==================== alu_seq_flat
--- src/rtl/alu_seq_if.sv ---
// alu_seq handshake and operand/result bundle.
// Control unit drives master; the ALU implements slave.
interface alu_seq_if #(
  parameter int WORD_SIZE = 16,
  parameter int OP_SIZE   = 4
);
  logic                 start;
  logic [OP_SIZE-1:0]   sel;
  logic [WORD_SIZE-1:0] data_1;
  logic [WORD_SIZE-1:0] data_2;
  logic                 busy;
  logic                 done;
  logic [WORD_SIZE-1:0] alu_out;
  logic [WORD_SIZE-1:0] hi_out;
  logic                 alu_zero_flag;
  logic                 ovf_flag;
  logic                 div_zero;

  modport master (
    output start, sel, data_1, data_2,
    input  busy, done, alu_out, hi_out,
    input  alu_zero_flag, ovf_flag, div_zero
  );

  modport slave (
    input  start, sel, data_1, data_2,
    output busy, done, alu_out, hi_out,
    output alu_zero_flag, ovf_flag, div_zero
  );
endinterface

--- src/rtl/alu_seq.sv ---
// Registered execute-stage ALU with iterative unsigned MUL/DIV.
// Results load on entry to FIN so they are valid while done is high.
module alu_seq #(
  parameter int WORD_SIZE = 16,
  parameter int OP_SIZE   = 4,
  parameter int CNT_W     = 5
) (
  input logic      clk,
  input logic      rst,
  alu_seq_if.slave bus
);
  localparam int W = WORD_SIZE;

  localparam logic [OP_SIZE-1:0] OP_AND  = OP_SIZE'(4'b0101);
  localparam logic [OP_SIZE-1:0] OP_OR   = OP_SIZE'(4'b0110);
  localparam logic [OP_SIZE-1:0] OP_ADD  = OP_SIZE'(4'b0111);
  localparam logic [OP_SIZE-1:0] OP_SUB  = OP_SIZE'(4'b1000);
  localparam logic [OP_SIZE-1:0] OP_SLT  = OP_SIZE'(4'b1001);
  localparam logic [OP_SIZE-1:0] OP_MUL  = OP_SIZE'(4'b1101);
  localparam logic [OP_SIZE-1:0] OP_DIV  = OP_SIZE'(4'b1110);
  localparam logic [OP_SIZE-1:0] OP_SLTU = OP_SIZE'(4'b1111);

  typedef enum logic [1:0] {IDLE, RUN, FIN} state_t;

  state_t             state_q, state_d;
  logic [CNT_W-1:0]   cnt_q, cnt_d;
  logic [OP_SIZE-1:0] op_q, op_d;
  logic [W-1:0]       a_q, a_d, b_q, b_d;
  logic [2*W-1:0]     acc_q, acc_d;
  logic [W:0]         rem_q, rem_d;
  logic [W-1:0]       out_q, out_d, hi_q, hi_d;
  logic               ovf_q, ovf_d, dz_q, dz_d;

  logic [W-1:0] s_out, s_hi, sum, dif;
  logic         s_ovf, s_dz;
  logic [W:0]   mul_sum;
  logic [2*W-1:0] mul_acc;
  logic [W:0]   div_sh, div_tr, div_rem;
  logic [W-1:0] div_quo;
  logic         long_op;

  // single-cycle results straight from the operand inputs
  always_comb begin
    s_out = '0;
    s_hi  = '0;
    s_ovf = 1'b0;
    s_dz  = 1'b0;
    sum   = bus.data_1 + bus.data_2;
    dif   = bus.data_1 - bus.data_2;
    case (bus.sel)
      OP_AND: s_out = bus.data_1 & bus.data_2;
      OP_OR:  s_out = bus.data_1 | bus.data_2;
      OP_ADD: begin
        s_out = sum;
        s_ovf = (bus.data_1[W-1] == bus.data_2[W-1]) &&
                (sum[W-1] != bus.data_1[W-1]);
      end
      OP_SUB: begin
        s_out = dif;
        s_ovf = (bus.data_1[W-1] != bus.data_2[W-1]) &&
                (dif[W-1] != bus.data_1[W-1]);
      end
      OP_SLT:
        s_out = {{(W-1){1'b0}},
                 $signed(bus.data_1) < $signed(bus.data_2)};
      OP_SLTU:
        s_out = {{(W-1){1'b0}}, bus.data_1 < bus.data_2};
      OP_DIV: begin
        s_out = '1;
        s_hi  = bus.data_1;
        s_dz  = 1'b1;
      end
      default: ;
    endcase
  end

  // one shift-add step and one restoring-divide step
  always_comb begin
    mul_sum = {1'b0, acc_q[2*W-1:W]} + {1'b0, a_q};
    if (acc_q[0]) mul_acc = {mul_sum, acc_q[W-1:1]};
    else          mul_acc = {1'b0, acc_q[2*W-1:1]};
    div_sh = {rem_q[W-1:0], acc_q[W-1]};
    div_tr = div_sh - {1'b0, b_q};
    if (div_tr[W]) begin
      div_rem = div_sh;
      div_quo = {acc_q[W-2:0], 1'b0};
    end else begin
      div_rem = div_tr;
      div_quo = {acc_q[W-2:0], 1'b1};
    end
  end

  assign long_op = (bus.sel == OP_MUL) ||
                   ((bus.sel == OP_DIV) && (bus.data_2 != '0));

  // next-state, datapath and result loading
  always_comb begin
    state_d = state_q;
    cnt_d   = cnt_q;
    op_d    = op_q;
    a_d     = a_q;
    b_d     = b_q;
    acc_d   = acc_q;
    rem_d   = rem_q;
    out_d   = out_q;
    hi_d    = hi_q;
    ovf_d   = ovf_q;
    dz_d    = dz_q;
    case (state_q)
      IDLE: if (bus.start) begin
        op_d = bus.sel;
        a_d  = bus.data_1;
        b_d  = bus.data_2;
        if (long_op) begin
          state_d = RUN;
          cnt_d   = '0;
          rem_d   = '0;
          if (bus.sel == OP_MUL) acc_d = {{W{1'b0}}, bus.data_2};
          else                   acc_d = {{W{1'b0}}, bus.data_1};
        end else begin
          state_d = FIN;
          out_d   = s_out;
          hi_d    = s_hi;
          ovf_d   = s_ovf;
          dz_d    = s_dz;
        end
      end
      RUN: begin
        cnt_d = cnt_q + 1'b1;
        if (op_q == OP_MUL) begin
          acc_d = mul_acc;
        end else begin
          acc_d = {{W{1'b0}}, div_quo};
          rem_d = div_rem;
        end
        if (cnt_q == CNT_W'(W - 1)) begin
          state_d = FIN;
          dz_d    = 1'b0;
          if (op_q == OP_MUL) begin
            out_d = mul_acc[W-1:0];
            hi_d  = mul_acc[2*W-1:W];
            ovf_d = (mul_acc[2*W-1:W] != '0);
          end else begin
            out_d = div_quo;
            hi_d  = div_rem[W-1:0];
            ovf_d = 1'b0;
          end
        end
      end
      FIN:     state_d = IDLE;
      default: state_d = IDLE;
    endcase
  end

  // state and datapath registers
  always_ff @(posedge clk or posedge rst) begin
    if (rst) begin
      state_q <= IDLE;
      cnt_q   <= '0;
      op_q    <= '0;
      a_q     <= '0;
      b_q     <= '0;
      acc_q   <= '0;
      rem_q   <= '0;
      out_q   <= '0;
      hi_q    <= '0;
      ovf_q   <= 1'b0;
      dz_q    <= 1'b0;
    end else begin
      state_q <= state_d;
      cnt_q   <= cnt_d;
      op_q    <= op_d;
      a_q     <= a_d;
      b_q     <= b_d;
      acc_q   <= acc_d;
      rem_q   <= rem_d;
      out_q   <= out_d;
      hi_q    <= hi_d;
      ovf_q   <= ovf_d;
      dz_q    <= dz_d;
    end
  end

  assign bus.busy          = (state_q != IDLE);
  assign bus.done          = (state_q == FIN);
  assign bus.alu_out       = out_q;
  assign bus.hi_out        = hi_q;
  assign bus.alu_zero_flag = (out_q == '0);
  assign bus.ovf_flag      = ovf_q;
  assign bus.div_zero      = dz_q;
endmodule

--- src/flat_wrapper.sv ---
// flat-port wrapper written by rule: the top's interface ports become plain ports
module alu_seq_flat 
#(
  parameter int WORD_SIZE = 16,
  parameter int OP_SIZE   = 4,
  parameter int CNT_W     = 5
)
  (clk, rst, bus_start, bus_sel, bus_data_1, bus_data_2, bus_busy, bus_done, bus_alu_out, bus_hi_out, bus_alu_zero_flag, bus_ovf_flag, bus_div_zero);
  alu_seq_if #(.WORD_SIZE(WORD_SIZE), .OP_SIZE(OP_SIZE)) bus_i ();
  input logic clk;
  input logic rst;
  input wire logic [$bits(bus_i.start)-1:0] bus_start;
  input wire logic [$bits(bus_i.sel)-1:0] bus_sel;
  input wire logic [$bits(bus_i.data_1)-1:0] bus_data_1;
  input wire logic [$bits(bus_i.data_2)-1:0] bus_data_2;
  output wire logic [$bits(bus_i.busy)-1:0] bus_busy;
  output wire logic [$bits(bus_i.done)-1:0] bus_done;
  output wire logic [$bits(bus_i.alu_out)-1:0] bus_alu_out;
  output wire logic [$bits(bus_i.hi_out)-1:0] bus_hi_out;
  output wire logic [$bits(bus_i.alu_zero_flag)-1:0] bus_alu_zero_flag;
  output wire logic [$bits(bus_i.ovf_flag)-1:0] bus_ovf_flag;
  output wire logic [$bits(bus_i.div_zero)-1:0] bus_div_zero;
  assign bus_i.start = bus_start;
  assign bus_i.sel = bus_sel;
  assign bus_i.data_1 = bus_data_1;
  assign bus_i.data_2 = bus_data_2;
  assign bus_busy = bus_i.busy;
  assign bus_done = bus_i.done;
  assign bus_alu_out = bus_i.alu_out;
  assign bus_hi_out = bus_i.hi_out;
  assign bus_alu_zero_flag = bus_i.alu_zero_flag;
  assign bus_ovf_flag = bus_i.ovf_flag;
  assign bus_div_zero = bus_i.div_zero;
  alu_seq #(.WORD_SIZE(WORD_SIZE), .OP_SIZE(OP_SIZE), .CNT_W(CNT_W)) u_core (.clk(clk), .rst(rst), .bus(bus_i));
endmodule
--- config.mk ---
export PLATFORM = sky130hd
export DESIGN_NAME = alu_seq_flat
export DESIGN_NICKNAME = d
export VERILOG_FILES = /design/src/rtl/alu_seq_if.sv /design/src/rtl/alu_seq.sv /design/src/flat_wrapper.sv
export SDC_FILE = /design/constraint.sdc
export NUM_CORES = 1
export LEC_CHECK = 0
export ABC_AREA = 1
export CAP_MARGIN = 20
export CORE_UTILIZATION = 62
export CTS_BUF_LIST = sky130_fd_sc_hd__clkbuf_16
export CTS_CLUSTER_SIZE = 8
export DETAILED_ROUTE_END_ITERATION = 12
export GPL_ROUTABILITY_DRIVEN = 0
export GPL_TIMING_DRIVEN = 0
export PLACE_DENSITY = 0.84
export RECOVER_POWER = 100
export SLEW_MARGIN = 15
export SYNTH_ARGS = -nofsm -noshare
export SYNTH_HDL_FRONTEND = slang
export SYNTH_SLANG_ARGS = --single-unit
export TNS_END_PERCENT = 20
--- constraint.sdc ---
create_clock -name clk -period 7.1 [get_ports clk]
set_input_delay 1.42 -clock clk [delete_from_list [all_inputs] [get_ports clk]]
set_output_delay 1.42 -clock clk [all_outputs]
set_load 0.01 [all_outputs]
alu_seq_flat/closeup.png
Window x 85 to 110, y 85 to 110 um. Cells in grey, sequential cells in the stronger grey; small squares are vias.
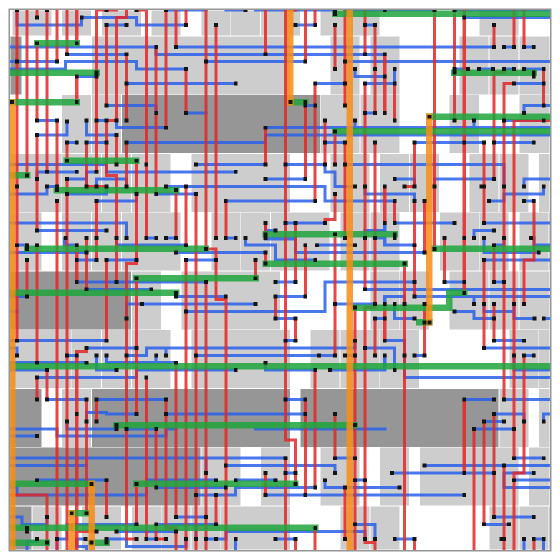
- red: M2
- green: M3
- orange: M4
- blue: M1
- most frequent: nand2_1 (29), nand3_1 (10), inv_1 (7)
- sequential cells in the window: 5
- cells with their middle in the window: 73
- netlist names of flops here include: u_core.acc_q (4), u_core.a_q (1)

==> results.cfg <==
; flow metrics
[timing]
hold_viol = 0
finalCriticalPeriod_ns = 4.43
finalClockPeriodUsage_pct = 62.4
tightest_slew_ns = 2.72
finalSetupTns_ns = 0
rsz0062_at_grt = false
slew_violations = 60

[synthesis]
synth.yosys.warnings = 0
syn-num-nets = 1644
simple_gate_share_pct = 29.7
largest_area_cell = dfrtp_1
syn_avg_cell_area_um2 = 6.75
ys_cells = 1516
syn_area_um2 = 10200
adder_share_pct = 11.2

[run]
drv_cap = 1
warning_count = 61

[drt]
drtIter0Drc = 1442
m1WireLength_um = 13000
wl_met3_um = 4110

[final_layout]
nFillCells = 1315
sh_seq_area_pct = 26.4
seq_cells = 125
stdcell_area_um2 = 11800
drive_gt1_share_pct = 4.86

[grt]
track_usage_pct = 42.4
grt_use_met3_pct = 10.1
grt_pass1_vias = 10500

[worst_hold_path]
worstHoldPathCells = 2

[placed_design]
detailedPlace.worstSlack_ns = 2.92

[outcome]
violations = max-capacitance violations, max-slew violations
status = finished, violations left

[floorplan]
top_level_ports = 76
row_count = 46

[pwr]
cellPowerDensity_nw_per_um2 = 385
comb_cell_power_uw = 2450
p_clk_share_pct = 19.1
switching_power_uw = 2200

[cts]
ctsHtreeMaxLevel = 4
cts_max_path_buffers = 2

[setup_path]
worst_ep_required_time_ns = 7.42
worstSetupStartpointType = input pin
timing.critical_path.mode_cell = nand2_1
alu_seq_flat/gates.png
(2 px per um)
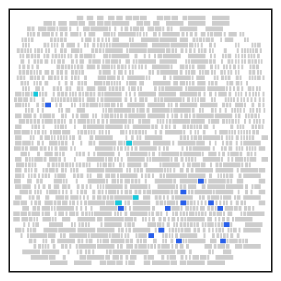
- cyan: non-inverting ao/oa cells (cells 4)
- blue: xor and xnor cells (cells 13; most used xor2_1)
final cell count without fillers: 1840
Commonest Layout Cell: nand2_1

==> worst max path at each step <==
| stage | startpoint | endpoint | slack, ns | cells past startpoint |
|---|---|---|---|---|
| final | bus_data_2[1] | u_core.bus.alu_out[9] | 2.67 | 16 |
| after global routing | bus_data_2[1] | u_core.bus.alu_out[9] | 2.50 | 16 |
| after floorplan | rst | u_core.a_q[0] | 2.35 | 1 |
| after detailed placement | bus_data_1[1] | u_core.bus.alu_out[9] | 2.92 | 16 |
| after CTS | bus_data_1[1] | u_core.bus.alu_out[9] | 3.36 | 16 |
| after global placement | rst | u_core.acc_q[25] | 0.64 | 2 |

==================== crc32
crc32/congestion_map.png
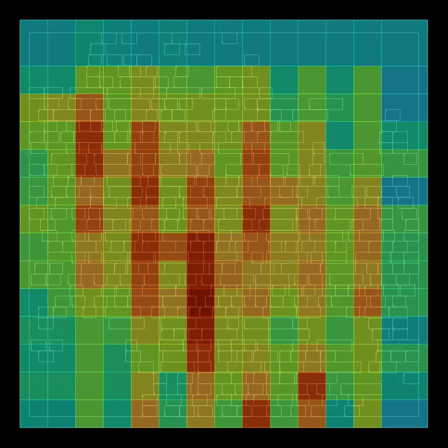
crc32/util_map.png
(3 px per um) 10 x 10 tiles, from dark purple (low) to yellow (high), 0 to 100% covered.
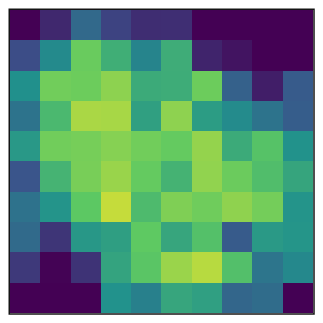
--- src/rtl/crc32_pkg.sv ---
// rtl/crc32_pkg.sv - shared CRC-32 constants, checker state and result record
package crc32_pkg;

  localparam logic [31:0] CRC32_INIT = 32'hFFFFFFFF;
  localparam logic [31:0] CRC32_POLY = 32'hEDB88320;

  // Width of the length field carried in the result record.
  localparam int CRC32_CNT_W = 16;

  typedef enum logic [1:0] {
    IDLE   = 2'd0,
    ACCUM  = 2'd1,
    RESULT = 2'd2
  } crc32State_t;

  typedef struct packed {
    logic                   ok;
    logic                   lenErr;
    logic                   abort;
    logic [31:0]            crc;
    logic [CRC32_CNT_W-1:0] len;
  } crc32Result_t;

endpackage

--- src/rtl/crc32.sv ---
// rtl/crc32.sv - combinational one-word reflected CRC-32 step, data[7:0] first
module crc32
  import crc32_pkg::*;
(
  input  logic [31:0] crcIn,
  input  logic [31:0] data,
  output logic [31:0] crcOut
);

  // Fold 32 data bits LSB-first; byte 0 is the low byte, each byte LSB-first.
  always_comb begin
    logic [31:0] c;
    c = crcIn ^ data;
    for (int i = 0; i < 32; i++) begin
      c = c[0] ? ((c >> 1) ^ CRC32_POLY) : (c >> 1);
    end
    crcOut = c;
  end

endmodule

--- config.mk ---
export PLATFORM = sky130hd
export DESIGN_NAME = crc32
export DESIGN_NICKNAME = d
export VERILOG_FILES = /design/src/rtl/crc32_pkg.sv /design/src/rtl/crc32.sv
export SDC_FILE = /design/constraint.sdc
export NUM_CORES = 1
export LEC_CHECK = 0
export CAP_MARGIN = 20
export CORE_MARGIN = 2
export CORE_UTILIZATION = 37
export DETAILED_ROUTE_END_ITERATION = 16
export PLACE_DENSITY = 0.76
export SLEW_MARGIN = 20
export SYNTH_ARGS = -nofsm -noshare
export SYNTH_HDL_FRONTEND = slang
export SYNTH_SLANG_ARGS = --single-unit
--- constraint.sdc ---
create_clock -name vclk -period 6.3
set_input_delay 1.26 -clock vclk [all_inputs]
set_output_delay 1.26 -clock vclk [all_outputs]
set_load 0.01 [all_outputs]
==> results.cfg <==
; flow metrics
[final_layout]
nMultiInputCombCells = 259
clkbuf_count = 0

[synthesis]
ys_chip_area_um2 = 3490
ys_seq_share_pct = 0
topCombFamilyByArea = XOR/XNOR gates

[timing]
maxSlewHeadroom_pct = 58.5
timing.fmax_mhz = 162

[outcome]
status = finished clean

[floorplan]
die_h_um = 101
top_level_ports = 96

[setup_path]
critPathKind = input pin to primary output
cp_top_family = XOR/XNOR gates
worst_ep_required_time_ns = 5.04

[drt]
wl_met3_um = 445
m1WireLength_um = 3910
viasPerCell = 4.54

[worst_hold_path]
worstHoldPathType = input pin to primary output

[grt]
grt.overflow.total = 0
antenna_found_initial = 0
## Picture notes: crc32/congestion_map.png
global routing's busiest layer: met2
post-layout util: 56.3%
grt met1 use: 23.8%

## Picture notes: crc32/util_map.png
- mean over tiles: 49%
- tiles over 75% full: 26%
- nearly empty tiles: 12%
- fullest tile: 91%
- densest ninth of the die: centre
- emptiest ninth of the die: north-east
Core Region: 9200 um2
initial cell density of the core: 37.9%

## cells in the mapped netlist, drive strengths merged
master / count
xnor2: 148
xnor3: 58
xor2: 43
xor3: 10
## worst max path at each step
| stage | end | slack (ns) | from | cells after the start |
|---|---|---|---|---|
| floorplan | crcOut[5] | 0.90 | data[3] | 7 |
| global placement | crcOut[6] | 0.06 | data[5] | 9 |
| detailed placement | crcOut[6] | 0.04 | data[5] | 9 |
| global route | crcOut[8] | 0.001 | crcIn[0] | 11 |
| CTS | crcOut[22] | 0.02 | data[5] | 9 |
| finish | crcOut[26] | 0.13 | crcIn[0] | 11 |


==> gallery <==
Signal wires on met1.
(a)
(2 px per um)
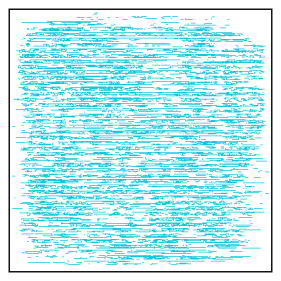
(b)
(3 px per um)
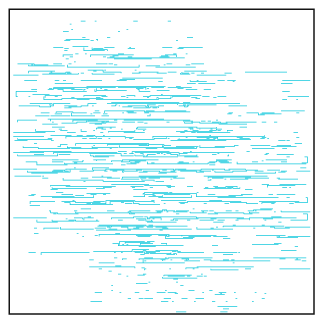
(b) is crc32.
(a) is alu_seq_flat.
- largest die: (a)

